######## sdram_arbiter_flat ########
Figure 1. Signal wires on met4 (sdram_arbiter_flat).
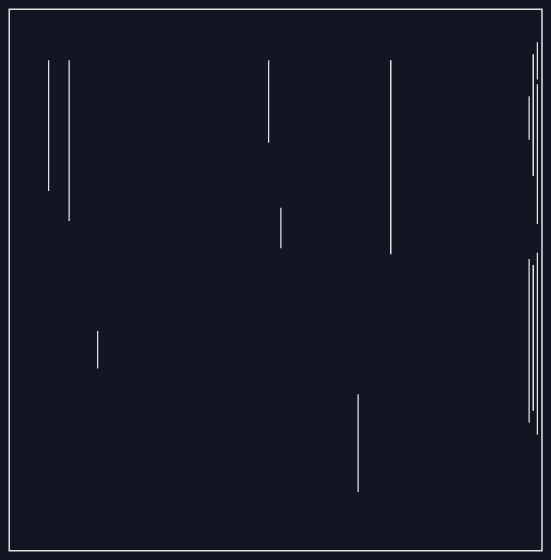

==> src/rtl/sdram_arbiter_if.sv <==
// sdram_arbiter_if
//   Bundles the requester-side and controller-side handshakes of sdram_arbiter.
//
//   Requester side (one lane per requester, index 0 = mixer):
//     req_read / req_write      level requests, held until that lane's finished pulse
//     req_addr / req_writedata  per-lane command payload
//     req_readdata              broadcast copy of sd_readdata
//     req_finished              one-hot completion pulse to the granted lane
//   Controller side:
//     sd_read / sd_write        command to the SDRAM controller wrapper
//     sd_addr / sd_writedata    latched payload, stable for the whole command
//     sd_readdata               controller read data, valid while sd_finished=1
//     sd_finished               one-cycle completion from the controller
//
//   Modports:
//     master  the arbiter's view
//     slave   the view of the requesters plus the controller (the environment)
interface sdram_arbiter_if #(
    parameter int unsigned NUM_REQ = 3,
    parameter int unsigned ADDR_W  = 23,
    parameter int unsigned DATA_W  = 32
);
    logic [NUM_REQ-1:0]             req_read;
    logic [NUM_REQ-1:0]             req_write;
    logic [NUM_REQ-1:0][ADDR_W-1:0] req_addr;
    logic [NUM_REQ-1:0][DATA_W-1:0] req_writedata;
    logic [DATA_W-1:0]              req_readdata;
    logic [NUM_REQ-1:0]             req_finished;

    logic                           sd_read;
    logic                           sd_write;
    logic [ADDR_W-1:0]              sd_addr;
    logic [DATA_W-1:0]              sd_writedata;
    logic [DATA_W-1:0]              sd_readdata;
    logic                           sd_finished;

    modport master (
        input  req_read,
        input  req_write,
        input  req_addr,
        input  req_writedata,
        output req_readdata,
        output req_finished,
        output sd_read,
        output sd_write,
        output sd_addr,
        output sd_writedata,
        input  sd_readdata,
        input  sd_finished
    );

    modport slave (
        output req_read,
        output req_write,
        output req_addr,
        output req_writedata,
        input  req_readdata,
        input  req_finished,
        input  sd_read,
        input  sd_write,
        input  sd_addr,
        input  sd_writedata,
        output sd_readdata,
        output sd_finished
    );
endinterface

==> src/rtl/sdram_arbiter.sv <==
// sdram_arbiter
//   Round-robin arbiter sharing one SDRAM command port between NUM_REQ requesters
//   (mixer = 0, recorder, player). One requester's command is latched, driven to
//   the controller until sd_finished (or a watchdog abort), and the completion is
//   routed back to that requester only.
//
//   Ports:
//     i_clk        clock
//     i_rst        asynchronous active-high reset
//     bus          sdram_arbiter_if.master: requester lanes + controller port
//     grant_id     currently or last granted requester index
//     busy         1 while a command is owned by the controller
//     err_timeout  one-cycle pulse when the watchdog aborts a command
//
//   Parameters:
//     NUM_REQ  number of requesters (2..8)
//     ADDR_W   SDRAM word address width
//     DATA_W   data width
//     TIMEOUT  max cycles in BUSY before abort; 0 disables the watchdog
module sdram_arbiter #(
    parameter  int unsigned NUM_REQ = 3,
    parameter  int unsigned ADDR_W  = 23,
    parameter  int unsigned DATA_W  = 32,
    parameter  int unsigned TIMEOUT = 1024,
    localparam int unsigned IdW     = (NUM_REQ > 1) ? $clog2(NUM_REQ) : 1
) (
    input  logic               i_clk,
    input  logic               i_rst,
    sdram_arbiter_if.master    bus,
    output logic [IdW-1:0]     grant_id,
    output logic               busy,
    output logic               err_timeout
);

    // Counter only needs to reach TIMEOUT-1.
    localparam int unsigned     CntW    = (TIMEOUT > 1) ? $clog2(TIMEOUT) : 1;
    localparam logic [IdW-1:0]  LastId  = IdW'(NUM_REQ - 1);
    localparam logic [CntW-1:0] CntLast = CntW'((TIMEOUT > 0) ? (TIMEOUT - 1) : 0);

    typedef enum logic [0:0] {
        StIdle = 1'b0,
        StBusy = 1'b1
    } state_e;

    state_e             state_q, state_d;
    logic [IdW-1:0]     rr_ptr_q, rr_ptr_d;
    logic [IdW-1:0]     grant_q, grant_d;
    logic               cmd_rd_q, cmd_rd_d;
    logic               cmd_wr_q, cmd_wr_d;
    logic [ADDR_W-1:0]  addr_q, addr_d;
    logic [DATA_W-1:0]  wdata_q, wdata_d;
    logic [CntW-1:0]    wd_cnt_q, wd_cnt_d;

    logic [NUM_REQ-1:0] pend;
    logic [NUM_REQ-1:0] fin;
    logic [IdW-1:0]     sel;
    logic [IdW:0]       idx;
    logic               found;
    logic               timeout_hit;
    logic               done;

    assign pend = bus.req_read | bus.req_write;

    // First pending lane at or after rr_ptr, wrapping past the last lane.
    always_comb begin
        found = 1'b0;
        sel   = rr_ptr_q;
        idx   = '0;
        for (int unsigned k = 0; k < NUM_REQ; k++) begin
            idx = {1'b0, rr_ptr_q} + (IdW + 1)'(k);
            if (idx >= (IdW + 1)'(NUM_REQ)) begin
                idx = idx - (IdW + 1)'(NUM_REQ);
            end
            if (!found && pend[idx[IdW-1:0]]) begin
                found = 1'b1;
                sel   = idx[IdW-1:0];
            end
        end
    end

    // An sd_finished in the abort cycle counts as a normal completion.
    assign timeout_hit = (TIMEOUT != 0) && (state_q == StBusy) &&
                         (wd_cnt_q == CntLast) && !bus.sd_finished;

    always_comb begin
        state_d  = state_q;
        rr_ptr_d = rr_ptr_q;
        grant_d  = grant_q;
        cmd_rd_d = cmd_rd_q;
        cmd_wr_d = cmd_wr_q;
        addr_d   = addr_q;
        wdata_d  = wdata_q;
        wd_cnt_d = wd_cnt_q;
        fin      = '0;
        done     = 1'b0;

        unique case (state_q)
            StIdle: begin
                if (found) begin
                    state_d  = StBusy;
                    grant_d  = sel;
                    // Read wins when a lane raises both.
                    cmd_rd_d = bus.req_read[sel];
                    cmd_wr_d = bus.req_write[sel] & ~bus.req_read[sel];
                    addr_d   = bus.req_addr[sel];
                    wdata_d  = bus.req_writedata[sel];
                    wd_cnt_d = '0;
                end
            end
            StBusy: begin
                wd_cnt_d = wd_cnt_q + CntW'(1);
                done     = bus.sd_finished | timeout_hit;
                if (done) begin
                    fin[grant_q] = 1'b1;
                    rr_ptr_d     = (grant_q == LastId) ? '0 : grant_q + IdW'(1);
                    state_d      = StIdle;
                    cmd_rd_d     = 1'b0;
                    cmd_wr_d     = 1'b0;
                end
            end
            default: state_d = StIdle;
        endcase
    end

    always_ff @(posedge i_clk or posedge i_rst) begin
        if (i_rst) begin
            state_q  <= StIdle;
            rr_ptr_q <= '0;
            grant_q  <= '0;
            cmd_rd_q <= 1'b0;
            cmd_wr_q <= 1'b0;
            addr_q   <= '0;
            wdata_q  <= '0;
            wd_cnt_q <= '0;
        end else begin
            state_q  <= state_d;
            rr_ptr_q <= rr_ptr_d;
            grant_q  <= grant_d;
            cmd_rd_q <= cmd_rd_d;
            cmd_wr_q <= cmd_wr_d;
            addr_q   <= addr_d;
            wdata_q  <= wdata_d;
            wd_cnt_q <= wd_cnt_d;
        end
    end

    // Command strobes come straight from flops; they are cleared on leaving BUSY.
    assign bus.sd_read      = cmd_rd_q;
    assign bus.sd_write     = cmd_wr_q;
    assign bus.sd_addr      = addr_q;
    assign bus.sd_writedata = wdata_q;
    assign bus.req_readdata = bus.sd_readdata;
    assign bus.req_finished = fin;

    assign grant_id    = grant_q;
    assign busy        = (state_q == StBusy);
    assign err_timeout = timeout_hit;

endmodule

==> src/flat_wrapper.sv <==
// flat-port wrapper written by rule: the top's interface ports become plain ports
module sdram_arbiter_flat 
#(
    parameter  int unsigned NUM_REQ = 3,
    parameter  int unsigned ADDR_W  = 23,
    parameter  int unsigned DATA_W  = 32,
    parameter  int unsigned TIMEOUT = 1024,
    localparam int unsigned IdW     = (NUM_REQ > 1) ? $clog2(NUM_REQ) : 1
)
  (i_clk, i_rst, grant_id, busy, err_timeout, bus_req_read, bus_req_write, bus_req_addr, bus_req_writedata, bus_req_readdata, bus_req_finished, bus_sd_read, bus_sd_write, bus_sd_addr, bus_sd_writedata, bus_sd_readdata, bus_sd_finished);
  sdram_arbiter_if #(.NUM_REQ(NUM_REQ), .ADDR_W(ADDR_W), .DATA_W(DATA_W)) bus_i ();
  input  logic i_clk;
  input  logic i_rst;
  output logic [IdW-1:0] grant_id;
  output logic busy;
  output logic err_timeout;
  input wire logic [$bits(bus_i.req_read)-1:0] bus_req_read;
  input wire logic [$bits(bus_i.req_write)-1:0] bus_req_write;
  input wire logic [$bits(bus_i.req_addr)-1:0] bus_req_addr;
  input wire logic [$bits(bus_i.req_writedata)-1:0] bus_req_writedata;
  output wire logic [$bits(bus_i.req_readdata)-1:0] bus_req_readdata;
  output wire logic [$bits(bus_i.req_finished)-1:0] bus_req_finished;
  output wire logic [$bits(bus_i.sd_read)-1:0] bus_sd_read;
  output wire logic [$bits(bus_i.sd_write)-1:0] bus_sd_write;
  output wire logic [$bits(bus_i.sd_addr)-1:0] bus_sd_addr;
  output wire logic [$bits(bus_i.sd_writedata)-1:0] bus_sd_writedata;
  input wire logic [$bits(bus_i.sd_readdata)-1:0] bus_sd_readdata;
  input wire logic [$bits(bus_i.sd_finished)-1:0] bus_sd_finished;
  assign bus_i.req_read = bus_req_read;
  assign bus_i.req_write = bus_req_write;
  assign bus_i.req_addr = bus_req_addr;
  assign bus_i.req_writedata = bus_req_writedata;
  assign bus_req_readdata = bus_i.req_readdata;
  assign bus_req_finished = bus_i.req_finished;
  assign bus_sd_read = bus_i.sd_read;
  assign bus_sd_write = bus_i.sd_write;
  assign bus_sd_addr = bus_i.sd_addr;
  assign bus_sd_writedata = bus_i.sd_writedata;
  assign bus_i.sd_readdata = bus_sd_readdata;
  assign bus_i.sd_finished = bus_sd_finished;
  sdram_arbiter #(.NUM_REQ(NUM_REQ), .ADDR_W(ADDR_W), .DATA_W(DATA_W), .TIMEOUT(TIMEOUT)) u_core (.i_clk(i_clk), .i_rst(i_rst), .bus(bus_i), .grant_id(grant_id), .busy(busy), .err_timeout(err_timeout));
endmodule
==> config.mk <==
export PLATFORM = sky130hd
export DESIGN_NAME = sdram_arbiter_flat
export DESIGN_NICKNAME = d
export VERILOG_FILES = /design/src/rtl/sdram_arbiter_if.sv /design/src/rtl/sdram_arbiter.sv /design/src/flat_wrapper.sv
export SDC_FILE = /design/constraint.sdc
export NUM_CORES = 1
export LEC_CHECK = 0
export CAP_MARGIN = 10
export CORE_AREA = 2 2 118 120
export CTS_CLUSTER_DIAMETER = 40
export DETAILED_ROUTE_END_ITERATION = 6
export DIE_AREA = 0 0 120 122
export PLACE_DENSITY = 0.77
export SLEW_MARGIN = 5
export SYNTH_ARGS = -nofsm -noshare
export SYNTH_HDL_FRONTEND = slang
export SYNTH_SLANG_ARGS = --single-unit
==> constraint.sdc <==
create_clock -name i_clk -period 3.5 [get_ports i_clk]
set_input_delay 0.525 -clock i_clk [delete_from_list [all_inputs] [get_ports i_clk]]
set_output_delay 0.525 -clock i_clk [all_outputs]
set_load 0.01 [all_outputs]
######## pipe_reg_elastic ########
**config.mk**
```make
export PLATFORM = sky130hd
export DESIGN_NAME = pipe_reg_elastic
export DESIGN_NICKNAME = d
export VERILOG_FILES = /design/src/rtl/pipe_reg_pkg.sv /design/src/rtl/pipe_reg_stage.sv /design/src/rtl/pipe_reg_elastic.sv
export SDC_FILE = /design/constraint.sdc
export NUM_CORES = 1
export LEC_CHECK = 0
export ABC_CLOCK_PERIOD_IN_PS = 1650
export CORE_UTILIZATION = 47
export DETAILED_ROUTE_END_ITERATION = 6
export PLACE_DENSITY = 0.88
export SKIP_CTS_REPAIR_TIMING = 1
export SLEW_MARGIN = 20
export SYNTH_ARGS = -nofsm -noshare
export SYNTH_HDL_FRONTEND = slang
export SYNTH_HIERARCHICAL = 1
export SYNTH_SLANG_ARGS = --single-unit
```
**constraint.sdc**
```tcl
create_clock -name clk -period 1.65 [get_ports clk]
set_input_delay 0.165 -clock clk [delete_from_list [all_inputs] [get_ports clk]]
set_output_delay 0.165 -clock clk [all_outputs]
set_load 0.05 [all_outputs]
```
**src/rtl/pipe_reg_pkg.sv**
```systemverilog
// ---------------------------------------------------------------------------
// pipe_reg_pkg
// Shared limits and helpers for the elastic pipeline register.
//   MAX_DEPTH / MAX_WIDTH : legal upper bounds for the DEPTH / WIDTH parameters
//   occ_w(depth)          : bit width needed to count 0..depth held words
//   params_ok(w, d)       : elaboration-time legality check of WIDTH/DEPTH
// ---------------------------------------------------------------------------
package pipe_reg_pkg;

  localparam int MAX_DEPTH = 8;
  localparam int MAX_WIDTH = 128;

  // Occupancy counts from 0 up to and including depth, hence depth+1 values.
  function automatic int occ_w(input int depth);
    return $clog2(depth + 1);
  endfunction

  function automatic bit params_ok(input int width, input int depth);
    return (width >= 1) && (width <= MAX_WIDTH) &&
           (depth >= 1) && (depth <= MAX_DEPTH);
  endfunction

endpackage

```
**src/rtl/pipe_reg_stage.sv**
```systemverilog
// ---------------------------------------------------------------------------
// pipe_reg_stage
// One slot of the elastic pipeline: a valid flop and a data flop plus the
// local ready term of the handshake chain.
// Ports:
//   clk, rst_n  : clock, asynchronous active-low reset
//   flush       : synchronous clear of the valid bit (data left untouched)
//   up_valid    : valid of the stage (or input port) feeding this slot
//   up_data     : data of the stage (or input port) feeding this slot
//   dn_ready    : ready of the next stage (or out_ready for the last slot)
//   vld, dat    : registered contents of this slot
//   rdy         : this slot can take a new word this cycle
// ---------------------------------------------------------------------------
module pipe_reg_stage
  import pipe_reg_pkg::*;
#(
  parameter int WIDTH = 32
) (
  input  logic             clk,
  input  logic             rst_n,
  input  logic             flush,
  input  logic             up_valid,
  input  logic [WIDTH-1:0] up_data,
  input  logic             dn_ready,
  output logic             vld,
  output logic [WIDTH-1:0] dat,
  output logic             rdy
);

  logic             vld_d, vld_q;
  logic [WIDTH-1:0] dat_d, dat_q;

  // An empty slot always accepts, which is what collapses bubbles even while
  // the stages below are stalled.
  assign rdy = !vld_q || dn_ready;

  // Flush beats any load; data only moves when a real word arrives so the
  // data flops do not toggle on bubbles.
  always_comb begin
    vld_d = vld_q;
    dat_d = dat_q;
    if (flush) begin
      vld_d = 1'b0;
    end else if (rdy) begin
      vld_d = up_valid;
      if (up_valid) begin
        dat_d = up_data;
      end
    end
  end

  always_ff @(posedge clk or negedge rst_n) begin
    if (!rst_n) begin
      vld_q <= 1'b0;
      dat_q <= '0;
    end else begin
      vld_q <= vld_d;
      dat_q <= dat_d;
    end
  end

  assign vld = vld_q;
  assign dat = dat_q;

endmodule

```
**src/rtl/pipe_reg_elastic.sv**
```systemverilog
// ---------------------------------------------------------------------------
// pipe_reg_elastic
// DEPTH-stage pipeline register with valid/ready handshake. Stalls without
// loss or duplication, collapses bubbles, supports a synchronous flush.
// Optional feature macro: PIPE_REG_OCC_EN adds the occupancy output.
// Ports:
//   clk, rst_n           : clock, asynchronous active-low reset
//   flush                : clear all stage valid bits at the next edge
//   in_valid/in_ready    : upstream handshake, in_data the upstream word
//   out_valid/out_ready  : downstream handshake, out_data = last stage data
//   occupancy            : number of words held (PIPE_REG_OCC_EN only)
// ---------------------------------------------------------------------------
module pipe_reg_elastic
  import pipe_reg_pkg::*;
#(
  parameter int WIDTH = 32,
  parameter int DEPTH = 2
) (
  input  logic                      clk,
  input  logic                      rst_n,
  input  logic                      flush,
  input  logic                      in_valid,
  output logic                      in_ready,
  input  logic [WIDTH-1:0]          in_data,
  output logic                      out_valid,
  input  logic                      out_ready,
  output logic [WIDTH-1:0]          out_data
`ifdef PIPE_REG_OCC_EN
  ,
  output logic [occ_w(DEPTH)-1:0]   occupancy
`endif
);

  if (!params_ok(WIDTH, DEPTH)) begin : g_param_err
    $error("pipe_reg_elastic: WIDTH must be 1..128 and DEPTH 1..8");
  end

  logic [DEPTH-1:0] vld_vec;
  logic [WIDTH-1:0] dat_arr [DEPTH];

  // Each stage keeps its own ready net so the ready chain is a plain series
  // of separate signals rather than bits of one self-referencing vector.
  for (genvar k = 0; k < DEPTH; k++) begin : g_stage
    logic             s_rdy;
    logic             s_dn_rdy;
    logic             s_up_vld;
    logic [WIDTH-1:0] s_up_dat;

    if (k == 0) begin : g_first
      assign s_up_vld = in_valid;
      assign s_up_dat = in_data;
    end else begin : g_mid
      assign s_up_vld = vld_vec[k-1];
      assign s_up_dat = dat_arr[k-1];
    end

    if (k == DEPTH - 1) begin : g_last
      assign s_dn_rdy = out_ready;
    end else begin : g_inner
      assign s_dn_rdy = g_stage[k+1].s_rdy;
    end

    pipe_reg_stage #(.WIDTH(WIDTH)) u_stage (
      .clk      (clk),
      .rst_n    (rst_n),
      .flush    (flush),
      .up_valid (s_up_vld),
      .up_data  (s_up_dat),
      .dn_ready (s_dn_rdy),
      .vld      (vld_vec[k]),
      .dat      (dat_arr[k]),
      .rdy      (s_rdy)
    );
  end

  assign in_ready  = g_stage[0].s_rdy;
  assign out_valid = vld_vec[DEPTH-1];
  assign out_data  = dat_arr[DEPTH-1];

`ifdef PIPE_REG_OCC_EN
  localparam int OCC_W = occ_w(DEPTH);

  // Popcount of the valid flops, so it follows vld on the same edge.
  always_comb begin
    occupancy = '0;
    for (int i = 0; i < DEPTH; i++) begin
      occupancy = occupancy + OCC_W'(vld_vec[i]);
    end
  end
`endif

endmodule

```
######## letc_core_stage_f1 ########
**config.mk**
```make
export PLATFORM = sky130hd
export DESIGN_NAME = letc_core_stage_f1
export DESIGN_NICKNAME = d
export VERILOG_FILES = /design/src/rtl/letc_core_pkg.sv /design/src/rtl/letc_core_stage_f1.sv
export SDC_FILE = /design/constraint.sdc
export NUM_CORES = 1
export LEC_CHECK = 0
export ABC_AREA = 1
export CORE_MARGIN = 3
export CORE_UTILIZATION = 46
export DETAILED_ROUTE_END_ITERATION = 8
export GPL_ROUTABILITY_DRIVEN = 0
export MAX_ROUTING_LAYER = met4
export PLACE_DENSITY_LB_ADDON = 0.08
export SYNTH_ARGS = -nofsm -noshare
export SYNTH_HDL_FRONTEND = slang
export SYNTH_SLANG_ARGS = --single-unit
export TNS_END_PERCENT = 1
```
**constraint.sdc**
```tcl
create_clock -name i_clk -period 2.3 [get_ports i_clk]
set_clock_uncertainty 0.2 [all_clocks]
set_input_delay 0.345 -clock i_clk [delete_from_list [all_inputs] [get_ports i_clk]]
set_output_delay 0.345 -clock i_clk [all_outputs]
set_load 0.1 [all_outputs]
```
**src/rtl/letc_core_pkg.sv**
```systemverilog
// Shared types and constants for the LETC Core pipeline.
// Holds the PC type, stage bundles, stage indices and per-stage FSM encodings.
package letc_core_pkg;

    typedef logic [31:0] pc_t;

    localparam pc_t RESET_PC = 32'h0000_0000;
    localparam pc_t PC_STEP  = 32'h0000_0004;

    typedef enum logic [2:0] {
        STAGE_F1 = 3'd0,
        STAGE_F2 = 3'd1,
        STAGE_D  = 3'd2,
        STAGE_E1 = 3'd3,
        STAGE_E2 = 3'd4,
        STAGE_M  = 3'd5,
        STAGE_W  = 3'd6
    } stage_idx_e;

    typedef struct packed {
        pc_t pc;
    } f1_to_f2_s;

    typedef enum logic [1:0] {
        F1_BOOT   = 2'd0,
        F1_RUN    = 2'd1,
        F1_HALTED = 2'd2
    } f1_state_e;

    // Selects the next fetch PC; a trap outranks a branch and both outrank sequential advance.
    function automatic pc_t next_pc(input logic trap, input pc_t trap_target,
                                    input logic branch, input pc_t branch_target,
                                    input logic advance, input pc_t pc);
        if (trap)
            return trap_target;
        else if (branch)
            return branch_target;
        else if (advance)
            return pc + PC_STEP;
        else
            return pc;
    endfunction

endpackage

```
**src/rtl/letc_core_stage_f1.sv**
```systemverilog
// Fetch-1 stage: owns the fetch PC, issues L1I requests and applies execute/writeback redirects.
// Produces the registered PC bundle consumed by Fetch-2.
module letc_core_stage_f1
    import letc_core_pkg::*;
#(
    parameter pc_t RESET_PC_P = RESET_PC
) (
    input  logic      i_clk,
    input  logic      i_rst_n,
    input  logic      i_stall,
    input  logic      i_halt,
    input  logic      i_branch_redirect,
    input  pc_t       i_branch_target,
    input  logic      i_trap_redirect,
    input  pc_t       i_trap_target,
    output logic      o_l1i_req_valid,
    output pc_t       o_l1i_req_addr,
    input  logic      i_l1i_req_ready,
    output logic      o_f1_to_f2_valid,
    output f1_to_f2_s o_f1_to_f2
);

    f1_state_e state_reg, state_next;
    pc_t       pc_reg, pc_next;
    logic      out_valid_reg;
    f1_to_f2_s out_reg;

    logic redirect;
    logic advance;

    assign redirect = i_trap_redirect | i_branch_redirect;
    assign advance  = o_l1i_req_valid & i_l1i_req_ready;

    always_ff @(posedge i_clk or negedge i_rst_n) begin
        if (!i_rst_n)
            state_reg <= F1_BOOT;
        else
            state_reg <= state_next;
    end

    always_comb begin
        state_next = state_reg;
        unique case (state_reg)
            F1_BOOT:   state_next = F1_RUN;
            F1_RUN:    if (i_halt && !redirect) state_next = F1_HALTED;
            F1_HALTED: if (redirect) state_next = F1_RUN;
            default:   state_next = F1_BOOT;
        endcase
    end

    // Any redirect, stall or halt suppresses the request so the L1I never sees a stale address.
    always_comb begin
        o_l1i_req_valid = 1'b0;
        if (state_reg == F1_RUN)
            o_l1i_req_valid = ~i_stall & ~redirect & ~i_halt;
    end

    assign o_l1i_req_addr = pc_reg;

    assign pc_next = next_pc(i_trap_redirect, i_trap_target,
                             i_branch_redirect, i_branch_target,
                             advance, pc_reg);

    always_ff @(posedge i_clk or negedge i_rst_n) begin
        if (!i_rst_n)
            pc_reg <= RESET_PC_P;
        else
            pc_reg <= pc_next;
    end

    // Flush beats stall; a stalled F2 keeps its current bundle untouched.
    always_ff @(posedge i_clk or negedge i_rst_n) begin
        if (!i_rst_n) begin
            out_valid_reg <= 1'b0;
            out_reg       <= '0;
        end else if (redirect) begin
            out_valid_reg <= 1'b0;
        end else if (i_stall) begin
            out_valid_reg <= out_valid_reg;
        end else if (advance) begin
            out_valid_reg <= 1'b1;
            out_reg.pc    <= pc_reg;
        end else begin
            out_valid_reg <= 1'b0;
        end
    end

    assign o_f1_to_f2_valid = out_valid_reg;
    assign o_f1_to_f2       = out_reg;

endmodule

```
######## serial_tick_sched_flat ########
File: config.mk
export PLATFORM = sky130hd
export DESIGN_NAME = serial_tick_sched_flat
export DESIGN_NICKNAME = d
export VERILOG_FILES = /design/src/rtl/serial_tick_sched_pkg.sv /design/src/rtl/serial_tick_sched_if.sv /design/src/rtl/serial_tick_chan.sv /design/src/rtl/serial_tick_sched.sv /design/src/flat_wrapper.sv
export SDC_FILE = /design/constraint.sdc
export NUM_CORES = 1
export LEC_CHECK = 0
export ABC_CLOCK_PERIOD_IN_PS = 1800
export CAP_MARGIN = 20
export CORE_MARGIN = 2
export CORE_UTILIZATION = 48
export CTS_CLUSTER_DIAMETER = 120
export CTS_CLUSTER_SIZE = 40
export DETAILED_ROUTE_END_ITERATION = 7
export PLACE_DENSITY = 0.75
export SLEW_MARGIN = 20
export SYNTH_ARGS = -nofsm -noshare
export SYNTH_HDL_FRONTEND = slang
export SYNTH_SLANG_ARGS = --single-unit
File: constraint.sdc
create_clock -name clk -period 1.8 [get_ports clk]
set_clock_uncertainty 0.1 [all_clocks]
set_input_delay 0.27 -clock clk [delete_from_list [all_inputs] [get_ports clk]]
set_output_delay 0.27 -clock clk [all_outputs]
set_load 0.005 [all_outputs]
File: src/rtl/serial_tick_sched_pkg.sv
// rtl/serial_tick_sched_pkg.sv - shared types and constants for the serial tick scheduler
package serial_tick_sched_pkg;

    // Per-channel frame state; busy is simply state == RUN.
    typedef enum logic {
        IDLE = 1'b0,
        RUN  = 1'b1
    } sched_state_t;

    localparam int TELETYPE_FRAME_BITS = 11;
    localparam int DEFAULT_OVERSAMPLE  = 8;

    // Field widths sized to the parameter maxima (16 ticks/bit, 16 bits/frame, 8 channels).
    localparam int BIT_IDX_W = 4;
    localparam int PHASE_W   = 4;
    localparam int PTR_W     = 3;

endpackage

File: src/rtl/serial_tick_sched_if.sv
// rtl/serial_tick_sched_if.sv - baud tick input, frame requests and per-channel frame outputs
// Signals:
//   tick_in  level baud clock (8x bit rate square wave)
//   req      per-channel frame-start request level
//   ack      one-cycle grant pulse
//   busy     frame in progress
//   bit_stb  one-cycle pulse per bit boundary (start bit included)
//   bit_idx  current bit number, channel n at [4n+3:4n]
//   done     one-cycle end-of-frame pulse
interface serial_tick_sched_if #(
    parameter int CHANNELS = 4
);
    logic                                              tick_in;
    logic [CHANNELS-1:0]                               req;
    logic [CHANNELS-1:0]                               ack;
    logic [CHANNELS-1:0]                               busy;
    logic [CHANNELS-1:0]                               bit_stb;
    logic [serial_tick_sched_pkg::BIT_IDX_W*CHANNELS-1:0] bit_idx;
    logic [CHANNELS-1:0]                               done;

    modport master (
        output tick_in, req,
        input  ack, busy, bit_stb, bit_idx, done
    );

    modport slave (
        input  tick_in, req,
        output ack, busy, bit_stb, bit_idx, done
    );
endinterface

File: src/rtl/serial_tick_chan.sv
// rtl/serial_tick_chan.sv - per-channel phase/bit counters and frame state
// Ports:
//   clk, reset  system clock, synchronous active-high reset
//   tick        single-cycle baud tick
//   grant       frame start granted on this tick (only asserted while idle)
//   busy        frame in progress
//   bit_stb     bit-boundary pulse, bit_idx current bit, done end-of-frame pulse
module serial_tick_chan
    import serial_tick_sched_pkg::*;
#(
    parameter int OVERSAMPLE = DEFAULT_OVERSAMPLE,
    parameter int FRAME_BITS = TELETYPE_FRAME_BITS
) (
    input  logic                 clk,
    input  logic                 reset,
    input  logic                 tick,
    input  logic                 grant,
    output logic                 busy,
    output logic                 bit_stb,
    output logic [BIT_IDX_W-1:0] bit_idx,
    output logic                 done
);
    localparam logic [PHASE_W-1:0]   PHASE_LAST = PHASE_W'(OVERSAMPLE - 1);
    localparam logic [BIT_IDX_W-1:0] BIT_LAST   = BIT_IDX_W'(FRAME_BITS - 1);

    sched_state_t         state_q;
    logic [PHASE_W-1:0]   phase_q;
    logic [BIT_IDX_W-1:0] bit_idx_q;
    logic                 bit_stb_q;
    logic                 done_q;

    always_ff @(posedge clk) begin
        if (reset) begin
            state_q   <= IDLE;
            phase_q   <= '0;
            bit_idx_q <= '0;
            bit_stb_q <= 1'b0;
            done_q    <= 1'b0;
        end else begin
            bit_stb_q <= 1'b0;
            done_q    <= 1'b0;
            if (tick) begin
                if (grant) begin
                    state_q   <= RUN;
                    phase_q   <= '0;
                    bit_idx_q <= '0;
                    bit_stb_q <= 1'b1;
                end else if (state_q == RUN) begin
                    if (phase_q != PHASE_LAST) begin
                        phase_q <= phase_q + 1'b1;
                    end else begin
                        phase_q <= '0;
                        if (bit_idx_q != BIT_LAST) begin
                            bit_idx_q <= bit_idx_q + 1'b1;
                            bit_stb_q <= 1'b1;
                        end else begin
                            // bit_idx is left at the last bit until the next grant
                            state_q <= IDLE;
                            done_q  <= 1'b1;
                        end
                    end
                end
            end
        end
    end

    assign busy    = (state_q == RUN);
    assign bit_stb = bit_stb_q;
    assign bit_idx = bit_idx_q;
    assign done    = done_q;

endmodule

File: src/rtl/serial_tick_sched.sv
// rtl/serial_tick_sched.sv - shares one baud clock among serial channels with round-robin frame grants
// Ports:
//   clk    system clock
//   reset  synchronous active-high reset
//   bus    slave side of serial_tick_sched_if (tick_in, req in; ack, busy, bit_stb, bit_idx, done out)
module serial_tick_sched
    import serial_tick_sched_pkg::*;
#(
    parameter int CHANNELS   = 4,
    parameter int OVERSAMPLE = DEFAULT_OVERSAMPLE,
    parameter int FRAME_BITS = TELETYPE_FRAME_BITS
) (
    input  logic                  clk,
    input  logic                  reset,
    serial_tick_sched_if.slave    bus
);
    logic                           prev_q;
    logic                           tick;
    logic [PTR_W-1:0]               rr_ptr_q;
    logic [PTR_W-1:0]               rr_ptr_d;
    logic [CHANNELS-1:0]            grant;
    logic [CHANNELS-1:0]            ack_q;
    logic [CHANNELS-1:0]            busy_w;
    logic [CHANNELS-1:0]            bit_stb_w;
    logic [CHANNELS-1:0]            done_w;
    logic [BIT_IDX_W*CHANNELS-1:0]  bit_idx_w;
    logic                           found;

    // prev resets high so a tick_in already high at reset release is not an edge.
    assign tick = bus.tick_in & ~prev_q;

    // Round-robin: scan rr_ptr..CHANNELS-1 first, then 0..rr_ptr-1.
    always_comb begin
        grant    = '0;
        rr_ptr_d = rr_ptr_q;
        found    = 1'b0;
        for (int j = 0; j < CHANNELS; j++) begin
            if (!found && j >= int'(rr_ptr_q) && bus.req[j] && !busy_w[j]) begin
                found    = 1'b1;
                grant[j] = 1'b1;
                rr_ptr_d = (j == CHANNELS - 1) ? '0 : PTR_W'(j + 1);
            end
        end
        for (int j = 0; j < CHANNELS; j++) begin
            if (!found && j < int'(rr_ptr_q) && bus.req[j] && !busy_w[j]) begin
                found    = 1'b1;
                grant[j] = 1'b1;
                rr_ptr_d = PTR_W'(j + 1);
            end
        end
        if (!tick) begin
            grant    = '0;
            rr_ptr_d = rr_ptr_q;
        end
    end

    always_ff @(posedge clk) begin
        if (reset) begin
            prev_q   <= 1'b1;
            rr_ptr_q <= '0;
            ack_q    <= '0;
        end else begin
            prev_q   <= bus.tick_in;
            rr_ptr_q <= rr_ptr_d;
            ack_q    <= grant;
        end
    end

    for (genvar g = 0; g < CHANNELS; g++) begin : g_chan
        serial_tick_chan #(
            .OVERSAMPLE (OVERSAMPLE),
            .FRAME_BITS (FRAME_BITS)
        ) u_chan (
            .clk     (clk),
            .reset   (reset),
            .tick    (tick),
            .grant   (grant[g]),
            .busy    (busy_w[g]),
            .bit_stb (bit_stb_w[g]),
            .bit_idx (bit_idx_w[BIT_IDX_W*g +: BIT_IDX_W]),
            .done    (done_w[g])
        );
    end

    assign bus.ack     = ack_q;
    assign bus.busy    = busy_w;
    assign bus.bit_stb = bit_stb_w;
    assign bus.bit_idx = bit_idx_w;
    assign bus.done    = done_w;

endmodule

File: src/flat_wrapper.sv
// flat-port wrapper written by rule: the top's interface ports become plain ports
module serial_tick_sched_flat import serial_tick_sched_pkg::*;
#(
    parameter int CHANNELS   = 4,
    parameter int OVERSAMPLE = DEFAULT_OVERSAMPLE,
    parameter int FRAME_BITS = TELETYPE_FRAME_BITS
)
  (clk, reset, bus_tick_in, bus_req, bus_ack, bus_busy, bus_bit_stb, bus_bit_idx, bus_done);
  serial_tick_sched_if #(.CHANNELS(CHANNELS)) bus_i ();
  input  logic clk;
  input  logic reset;
  input wire logic [$bits(bus_i.tick_in)-1:0] bus_tick_in;
  input wire logic [$bits(bus_i.req)-1:0] bus_req;
  output wire logic [$bits(bus_i.ack)-1:0] bus_ack;
  output wire logic [$bits(bus_i.busy)-1:0] bus_busy;
  output wire logic [$bits(bus_i.bit_stb)-1:0] bus_bit_stb;
  output wire logic [$bits(bus_i.bit_idx)-1:0] bus_bit_idx;
  output wire logic [$bits(bus_i.done)-1:0] bus_done;
  assign bus_i.tick_in = bus_tick_in;
  assign bus_i.req = bus_req;
  assign bus_ack = bus_i.ack;
  assign bus_busy = bus_i.busy;
  assign bus_bit_stb = bus_i.bit_stb;
  assign bus_bit_idx = bus_i.bit_idx;
  assign bus_done = bus_i.done;
  serial_tick_sched #(.CHANNELS(CHANNELS), .OVERSAMPLE(OVERSAMPLE), .FRAME_BITS(FRAME_BITS)) u_core (.clk(clk), .reset(reset), .bus(bus_i));
endmodule
Figure 2. Port wiring (pipe_reg_elastic).
The bar under the picture is 20 microns long.
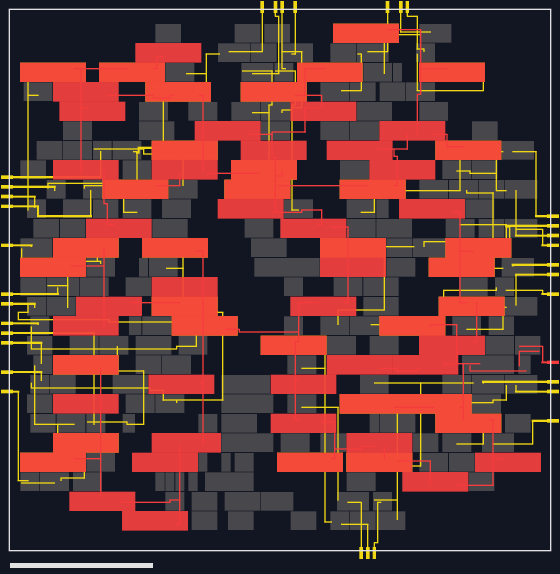
[red] rst_n | direction: input | edge: right | end cells: 66 | buffers: 3 | wire: 423 microns
[yellow] out_data | direction: output | edge: 12 left, 10 right, 7 top, 3 bottom | end cells: 32 | buffers: 32 | wire: 922 microns

==> run summary, pipe_reg_elastic <==
The flow completed. The run finished with clean final reports. Per the STA report, the cell with the highest stage delay on the worst path is sky130_fd_sc_hd__dfrtp_2. TritonCTS built the clock tree. Clock sink count landed at 66. After its last routability iteration, the placer logged a weighted congestion of 0.752. The synthesized netlist was found by Yosys to have 146 cells.

Met3 track demand over resource in global routing landed at 5.29%. Sequential-cell power consumption landed at 2.17 mW. In this run, distinct cell masters in the synthesized netlist total 7.

For this run, the number of Yosys warnings is 6. The number of multi-input combinational cells in the layout is 72. Total half-perimeter wirelength after legalization and detailed placement landed at 3000 microns. For reference, the most critical setup path is categorized as flop to flop. Slack of the worst reg-to-reg path landed at 0.03 ns. Entering global routing, the biggest net connects 67 pins. The global routing stage identified its most utilized layer as met2. Clock input transition at the sequential cells of the worst setup and hold paths landed at 0.07 ns.

Largest incremental delay on the critical path landed at 0.40 ns. Total power normalized to cell area comes to 1450 nW/um^2. Number of cells in the finished layout apart from fillers landed at 306. The class occupying the most area after layout is reported as sequential cells. Internal power landed at 3.28 mW. In this run, the synthesized area fraction spent on AND-OR/OR-AND gates is recorded as 0%. Summed over all failing endpoints, the final setup total negative slack is 0 ns. Count of clock buffers in the final design landed at 13.

The register with the most flip-flops in the layout has 64 of them.
## pipe_reg_elastic: Yosys cell counts
master                    number  share of area (%)
sky130_fd_sc_hd__dfrtp_1      66                 65
sky130_fd_sc_hd__mux2_2       64                 29
sky130_fd_sc_hd__buf_6         6                2.7
sky130_fd_sc_hd__nor2_1        4               0.59
sky130_fd_sc_hd__inv_1         2               0.30
sky130_fd_sc_hd__nor2b_4       2                1.1
sky130_fd_sc_hd__nor3b_4       2                1.5
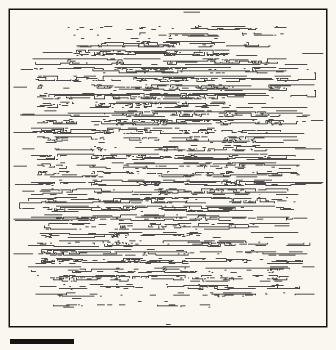
Figure 3: letc_core_stage_f1, M1 wires.
The bar under the picture is 20 microns long.
share of all routed wire: 46%
wire length on this layer: 5600 microns
longest straight run: 45.1 microns

==> run summary, letc_core_stage_f1 <==
The flow completed. Buffers added to address setup during post-CTS repair amount to 0. The synthesis log from Yosys contains 0 warnings. Number of ordinary and repair buffers in the finished layout landed at 151. Looking at the critical path, the single cell with the biggest stage delay is sky130_fd_sc_hd__clkdlybuf4s50_1. The worst setup path is captured at an output port. Of the total synthesized cell area, the portion taken by AND-OR and OR-AND cells is 10.7%. The most common logic cells in the final layout are 204 x sky130_fd_sc_hd__nand2_1, 88 x sky130_fd_sc_hd__nor2_1, 76 x sky130_fd_sc_hd__buf_4. Clock input transition at the sequential cells of the worst setup and hold paths landed at 0.07 ns. Clock network fraction of total power landed at 20.0%.

The worst setup path is launched from a primary input. The critical path crosses 5 cells after its start point. Final tally of hold violations landed at 0. Post-synthesis sequential area ratio landed at 42.0%. The fraction of final cell area spent on clock buffers and inverters in this run is 3.75%. Total power for the finished layout comes to 5.40 mW. Count of clock buffers in the final design landed at 11. The routed design shows a via density per instance of 5.16. STA lists the endpoint of the worst register-to-register path as o_l1i_req_addr[24].

Summed over all combinational cells, the power is 2.71 mW. The synthesis report gives the async set-or-reset register share as 100%. Among all stages on the critical path, the maximum delay recorded is 0.49 ns. The first global-routing pass estimated 19900 microns of wire. The placement report lists the number of port buffers as 136. The flow ran to the end, and the final reports show no timing, DRC or antenna violations. Number of buffers and inverters on the critical path landed at 3.
[letc_core_stage_f1: per-layer routing]
layer / track usage (%) / up-vias / wire, microns
li1: - / 2132 / -
met1: 38.0 / 1949 / 5600
met2: 37.1 / 192 / 5360
met3: 3.79 / 18 / 985
met4: 8.51 / 0 / 214
met5: - / - / 0
[letc_core_stage_f1: repair_timing]
item / 4_1_cts / 5_1_grt
endpoints found under the hold margin: 67 / 0
resized: 0 / 0
hold buffers: 1 / 0
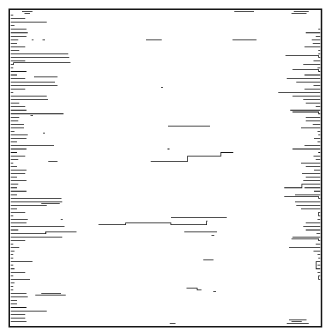
Figure 4: sdram_arbiter_flat, the metal 3 layer.
share of all routed wire: 8.4%
nets with wire on the layer: 173

About Figure 1:
nets with wire on the layer: 14
main direction: vertical
share of all routed wire: 2.5%
longest straight run: 43.5 microns
wire length on this layer: 352 microns

==> run summary, sdram_arbiter_flat <==
The flow completed. Setup repair after global routing left no endpoint under its margin. The startpoint identified for the worst hold timing path is u_core.wd_cnt_q[9]. Aggregate global-route resource usage landed at 18.9%. Die extent in x landed at 120 microns. Worst hold slack after final layout landed at 0.476 ns. Sum of routed wire length over all layers landed at 14000 microns. In this run, the clock network consumes 16.1% of the power. Cell count of the worst hold path landed at 1.

According to the I/O placement log, the pin count is 302. The min-delay analysis places its worst path in the category flop to flop. According to the floorplan report, the total die area is 14600 sq um. The synthesis run identifies the leading combinational cell family as AND-OR/OR-AND gates.

The final layout reports a setup TNS of 0 ns. Standard cell core area landed at 13500 sq um. For reference, the critical path is launched at u_core.wd_cnt_q[1]. Per the synth log, the flip-flop and latch total comes to 72. The clock network consumes a total of 0.900 mW. In this run the cell area of the synthesized design comes to 4540 sq um. The run finished with clean final reports. According to the timing report, the arrival time at the worst endpoint equals 2.68 ns.

Routed signal wires occupy layers up through met4. Utilization after layout landed at 52.6%. Counting only logic cells after layout, the most numerous master is sky130_fd_sc_hd__clkdlybuf4s50_1.
## sdram_arbiter_flat: layer usage
layer | track usage [%] | vias to the layer above
li1 | - | 1970
met1 | 20.8 | 2038
met2 | 33.7 | 190
met3 | 5.95 | 28
met4 | 7.65 | 0
met5 | 0 | -
## sdram_arbiter_flat: what timing repair did
item / CTS / global route
resized: 0 / 1
hold endpoints to repair: 0 / 0
endpoints found under the setup margin: 0 / 1
Figure 5. Congestion heat map (serial_tick_sched_flat).
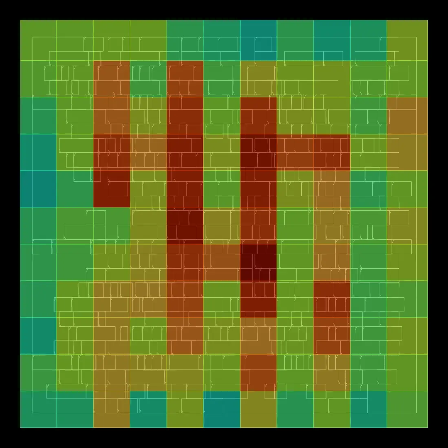
met3 routing resource usage after global routing: 4.74%
detailed-route wire length per cell: 14.3 microns

==> run summary, serial_tick_sched_flat <==
The flow completed. According to the finish report, the design has a final net count of 385. Per STA, the worst path accumulates the most delay in the family AND-OR/OR-AND gates. Post-layout instance area landed at 3630 sq um. Maximum fanout encountered on the critical timing path landed at 7.

The flow ran to the end, but the final reports show violations. Number of primary I/O pins landed at 39. In the post-route analysis, the smallest setup slack over all paths is -0.0260 ns. The synthesized netlist devotes 14.8% of its cell area to compound gates.

Largest incremental delay on the critical path landed at 0.42 ns. Parity-gate share of the synthesized area counting xor and xnor cells landed at 4.50%. The final reports fail on setup timing. Global routing met1 resource utilization landed at 24.7%. Synthesis produced 286 cells. Setup violations remaining at the end of the flow were counted as 4. Count of pins over their slew limit landed at 0.
==> serial_tick_sched_flat: cell type report <==
class / instances / share of cell area, %
Clock buffer: 7 / 2.65
Inverter: 9 / 0.931
Multi-Input combinational cell: 205 / 41.9
Sequential cell: 52 / 29.0
Tap cell: 70 / 2.41
Timing Repair Buffer: 93 / 23.1
==> serial_tick_sched_flat: what timing repair did <==
| item | 4_1_cts | 5_1_grt |
|---|---|---|
| endpoints found under the setup margin | 30 | 34 |
| pin swaps | 8 | 13 |
| resized | 19 | 35 |
| hold endpoints to repair | 0 | 0 |
| buffers inserted | 1 | 7 |

==> screenshots <==
Metal 2.
Plate I
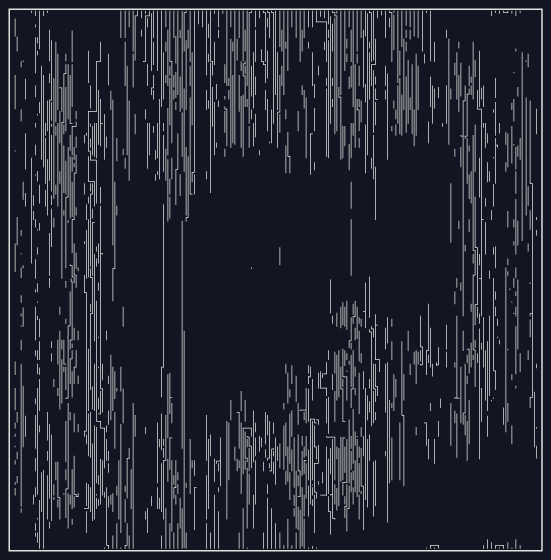
Plate II
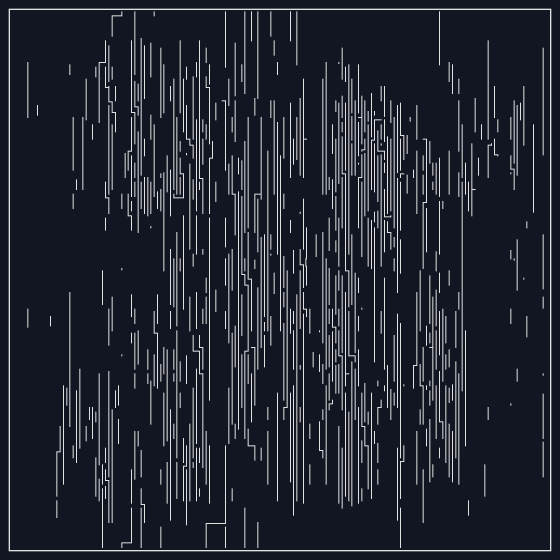
Plate III
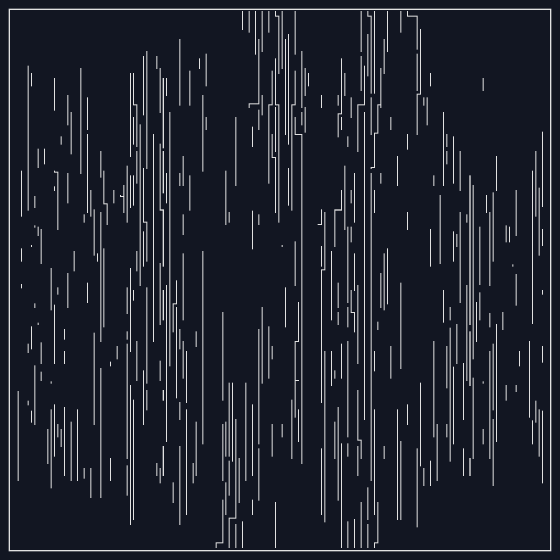
Plate IV
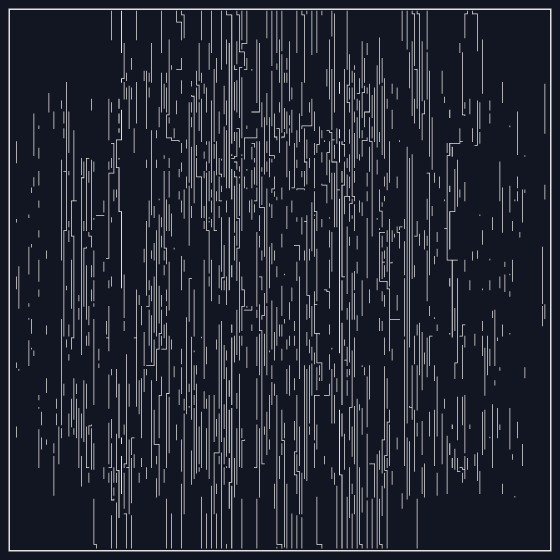
Plate IV comes from letc_core_stage_f1.
Plate III comes from pipe_reg_elastic.
Plate II comes from serial_tick_sched_flat.
Plate I comes from sdram_arbiter_flat.

Key to Plate I:
longest straight run: 51.3 microns
main direction: vertical
wire length on this layer: 7140 microns
share of all routed wire: 51%
nets with wire on the layer: 731


######## lcd_bus_arbiter ########
Figure 6. M1 wires (lcd_bus_arbiter).
The bar under the picture is 20 microns long.
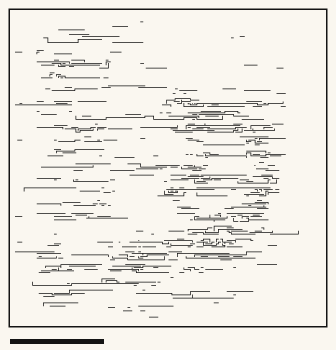
<file path="config.mk">
export PLATFORM = sky130hd
export DESIGN_NAME = lcd_bus_arbiter
export DESIGN_NICKNAME = d
export VERILOG_FILES = /design/src/rtl/lcd_bus_arbiter.sv
export SDC_FILE = /design/constraint.sdc
export NUM_CORES = 1
export LEC_CHECK = 0
export CORE_MARGIN = 2
export CORE_UTILIZATION = 34
export DETAILED_ROUTE_END_ITERATION = 10
export GPL_TIMING_DRIVEN = 0
export PLACE_DENSITY = 0.62
export SLEW_MARGIN = 20
export SYNTH_ARGS = -nofsm -noshare
export SYNTH_HDL_FRONTEND = slang
export SYNTH_SLANG_ARGS = --single-unit
</file>
<file path="constraint.sdc">
create_clock -name clk -period 4.4 [get_ports clk]
set_clock_uncertainty 0.15 [all_clocks]
set_input_delay 0.44 -clock clk [delete_from_list [all_inputs] [get_ports clk]]
set_output_delay 0.44 -clock clk [all_outputs]
set_load 0.03 [all_outputs]
</file>
<file path="src/rtl/lcd_bus_arbiter.sv">
// Round-robin arbiter sharing one KS0108-style LCD write bus between two requesters,
// with LCD reset sequencing and setup/E-pulse/hold timing. Optional grant lock: LCD_ARB_LOCK_EN.
module lcd_bus_arbiter #(
    parameter int RST_CYC   = 16,
    parameter int SETUP_CYC = 2,
    parameter int EN_CYC    = 2,
    parameter int HOLD_CYC  = 2
) (
    input  logic       clk,
    input  logic       reset,
    input  logic       req0_valid,
    output logic       req0_ready,
    input  logic       req0_di,
    input  logic [1:0] req0_cs,
    input  logic [7:0] req0_data,
    input  logic       req0_lock,
    input  logic       req1_valid,
    output logic       req1_ready,
    input  logic       req1_di,
    input  logic [1:0] req1_cs,
    input  logic [7:0] req1_data,
    input  logic       req1_lock,
    output logic [7:0] lcd_d,
    output logic       lcd_di,
    output logic       lcd_wr,
    output logic       lcd_cs1,
    output logic       lcd_cs2,
    output logic       lcd_en,
    output logic       lcd_rst,
    output logic [1:0] grant,
    output logic       busy
);

    typedef enum logic [2:0] {
        INIT,
        IDLE,
        SETUP,
        STROBE,
        HOLD
    } state_t;

    localparam logic [7:0] RST_LOAD   = 8'(RST_CYC - 1);
    localparam logic [7:0] SETUP_LOAD = 8'(SETUP_CYC - 1);
    localparam logic [7:0] EN_LOAD    = 8'(EN_CYC - 1);
    localparam logic [7:0] HOLD_LOAD  = 8'(HOLD_CYC - 1);

    state_t     state, state_next;
    logic [7:0] cnt, cnt_next;
    logic [1:0] valid;
    logic [1:0] eligible;
    logic [1:0] win;

    assign valid = {req1_valid, req0_valid};

`ifdef LCD_ARB_LOCK_EN
    logic       locked;
    logic       owner;
    logic [1:0] lock;
    logic       lock_hold;

    assign lock = {req1_lock, req0_lock};
    // The lock survives IDLE while its owner still asks (valid) or still claims it (lock).
    assign lock_hold = locked && (valid[owner] || lock[owner]);
    assign eligible  = lock_hold ? (valid & (owner ? 2'b10 : 2'b01)) : valid;
`else
    logic unused_lock;

    assign unused_lock = req0_lock ^ req1_lock;
    assign eligible    = valid;
`endif

    // Tie goes to whoever was not granted last; grant==00 after reset favours req0.
    always_comb begin
        win = 2'b00;
        if (state == IDLE) begin
            case (eligible)
                2'b01:   win = 2'b01;
                2'b10:   win = 2'b10;
                2'b11:   win = (grant == 2'b01) ? 2'b10 : 2'b01;
                default: win = 2'b00;
            endcase
        end
    end

    assign req0_ready = win[0];
    assign req1_ready = win[1];
    assign busy       = (state != IDLE);
    assign lcd_en     = (state == STROBE);
    assign lcd_rst    = (state != INIT);
    assign lcd_wr     = 1'b0;

    always_comb begin
        state_next = state;
        cnt_next   = cnt;
        case (state)
            INIT: begin
                if (cnt == 8'd0) state_next = IDLE;
                else             cnt_next   = cnt - 8'd1;
            end
            IDLE: begin
                if (win != 2'b00) begin
                    state_next = SETUP;
                    cnt_next   = SETUP_LOAD;
                end
            end
            SETUP: begin
                if (cnt == 8'd0) begin
                    state_next = STROBE;
                    cnt_next   = EN_LOAD;
                end else begin
                    cnt_next = cnt - 8'd1;
                end
            end
            STROBE: begin
                if (cnt == 8'd0) begin
                    state_next = HOLD;
                    cnt_next   = HOLD_LOAD;
                end else begin
                    cnt_next = cnt - 8'd1;
                end
            end
            HOLD: begin
                if (cnt == 8'd0) state_next = IDLE;
                else             cnt_next   = cnt - 8'd1;
            end
            default: begin
                state_next = INIT;
                cnt_next   = RST_LOAD;
            end
        endcase
    end

    always_ff @(posedge clk or posedge reset) begin
        if (reset) begin
            state   <= INIT;
            cnt     <= RST_LOAD;
            lcd_d   <= 8'h00;
            lcd_di  <= 1'b0;
            lcd_cs1 <= 1'b0;
            lcd_cs2 <= 1'b0;
            grant   <= 2'b00;
        end else begin
            state <= state_next;
            cnt   <= cnt_next;
            if (win != 2'b00) begin
                lcd_d   <= win[1] ? req1_data : req0_data;
                lcd_di  <= win[1] ? req1_di : req0_di;
                lcd_cs1 <= win[1] ? req1_cs[0] : req0_cs[0];
                lcd_cs2 <= win[1] ? req1_cs[1] : req0_cs[1];
                grant   <= win;
            end
        end
    end

`ifdef LCD_ARB_LOCK_EN
    always_ff @(posedge clk or posedge reset) begin
        if (reset) begin
            locked <= 1'b0;
            owner  <= 1'b0;
        end else if (win != 2'b00) begin
            locked <= win[1] ? req1_lock : req0_lock;
            owner  <= win[1];
        end else if (state == IDLE && locked && !lock_hold) begin
            locked <= 1'b0;
        end
    end
`endif

endmodule

</file>
==> run summary <==
The flow completed. Worst relative slew slack landed at 38.3%. Per the detailed placement report, the placed cell area equals 1860 sq um. Count of cell types in the netlist landed at 40. The net count of the finished layout is 223.

Number of cells in the yosys synthesis report landed at 145. Sequential group share of total power landed at 32.2%. Count of pins over their slew limit landed at 0.

Data arrival at the endpoint of the critical path landed at 2.25 ns. Footprint of the multi-input gates landed at 697 sq um. The number of antenna violations at the first check in global routing is 0. Switching power landed at 0.518 mW. Total combinational power landed at 0.665 mW. In the synthesized netlist, the dominant kind of combinational cell is simple AND/OR/NAND/NOR gates. The vertical die dimension reported for this design is 67.3 microns. STA classifies the critical path endpoint as an output port. Non-clock buffering takes up 24.1% of total cell area after layout. Maximum number of buffers from clock root to sink landed at 2. The portion of synthesized area spent on multiplexers is 10.4%. Post-layout minimum cycle time landed at 2.84 ns. The flow ran to the end, and the final reports show no timing, DRC or antenna violations.

Count of clock buffers in the final design landed at 3. Per report_power, the top consumer among the power groups is combinational logic. Standard cell core area landed at 3910 sq um.

Per the post-synthesis report, the number of cells in the design is 145. After layout, the design draws a total of 1.27 mW. Via count of the first global-routing pass landed at 1216. Grouping stages by cell kind, the critical path spends the most delay in buffers and inverters. Final tally of hold violations landed at 0.

The timing report shows that the slowest cell on the worst path is sky130_fd_sc_hd__clkdlybuf4s50_1. Total power normalized to cell area comes to 657 nW/um^2.
About Figure 6:
wire length on this layer: 1370 microns
share of all routed wire: 43%

[logic make-up after synthesis]
kind of cell	count (synthesis)
AND-OR/OR-AND	41
adder cells (fa/ha/maj)	2
buffers and inverters	14
flip-flops	24
multiplexers	14
other	1
AND/OR/NAND/NOR	49
[final timing paths]
kind,slack (ns),cells after the start,from,end
max in group asynchronous,3.01,2,reset,lcd_di
max reg2reg,2.14,7,cnt[0],cnt[5]
min in group asynchronous,0.52,2,reset,cnt[7]
min,0.34,2,lcd_cs1,lcd_cs1
max,1.56,6,req1_valid,req0_ready
min reg2reg,0.34,2,lcd_cs1,lcd_cs1


==> layout pictures side by side <==
The metal 3 layer.
(a)
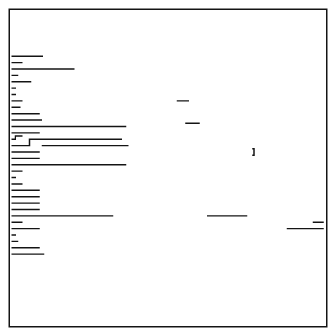
(b)
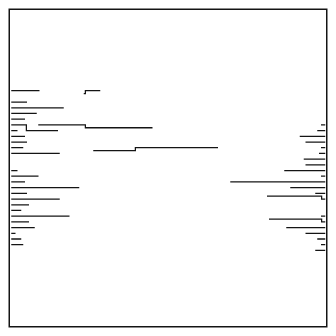
(c)
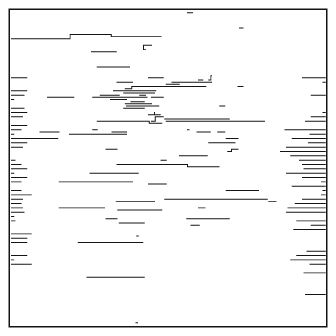
(d)
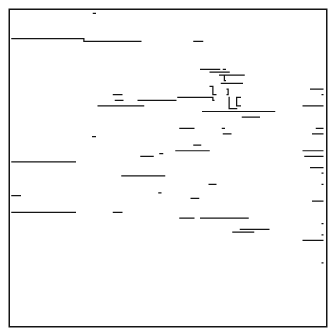
(a) -> lcd_bus_arbiter
(b) -> pipe_reg_elastic
(d) -> serial_tick_sched_flat
(c) -> letc_core_stage_f1

Key to (b):
longest straight run: 22.3 microns
main direction: horizontal
share of all routed wire: 6.5%

Power is estimated from default activity; no workload was simulated.
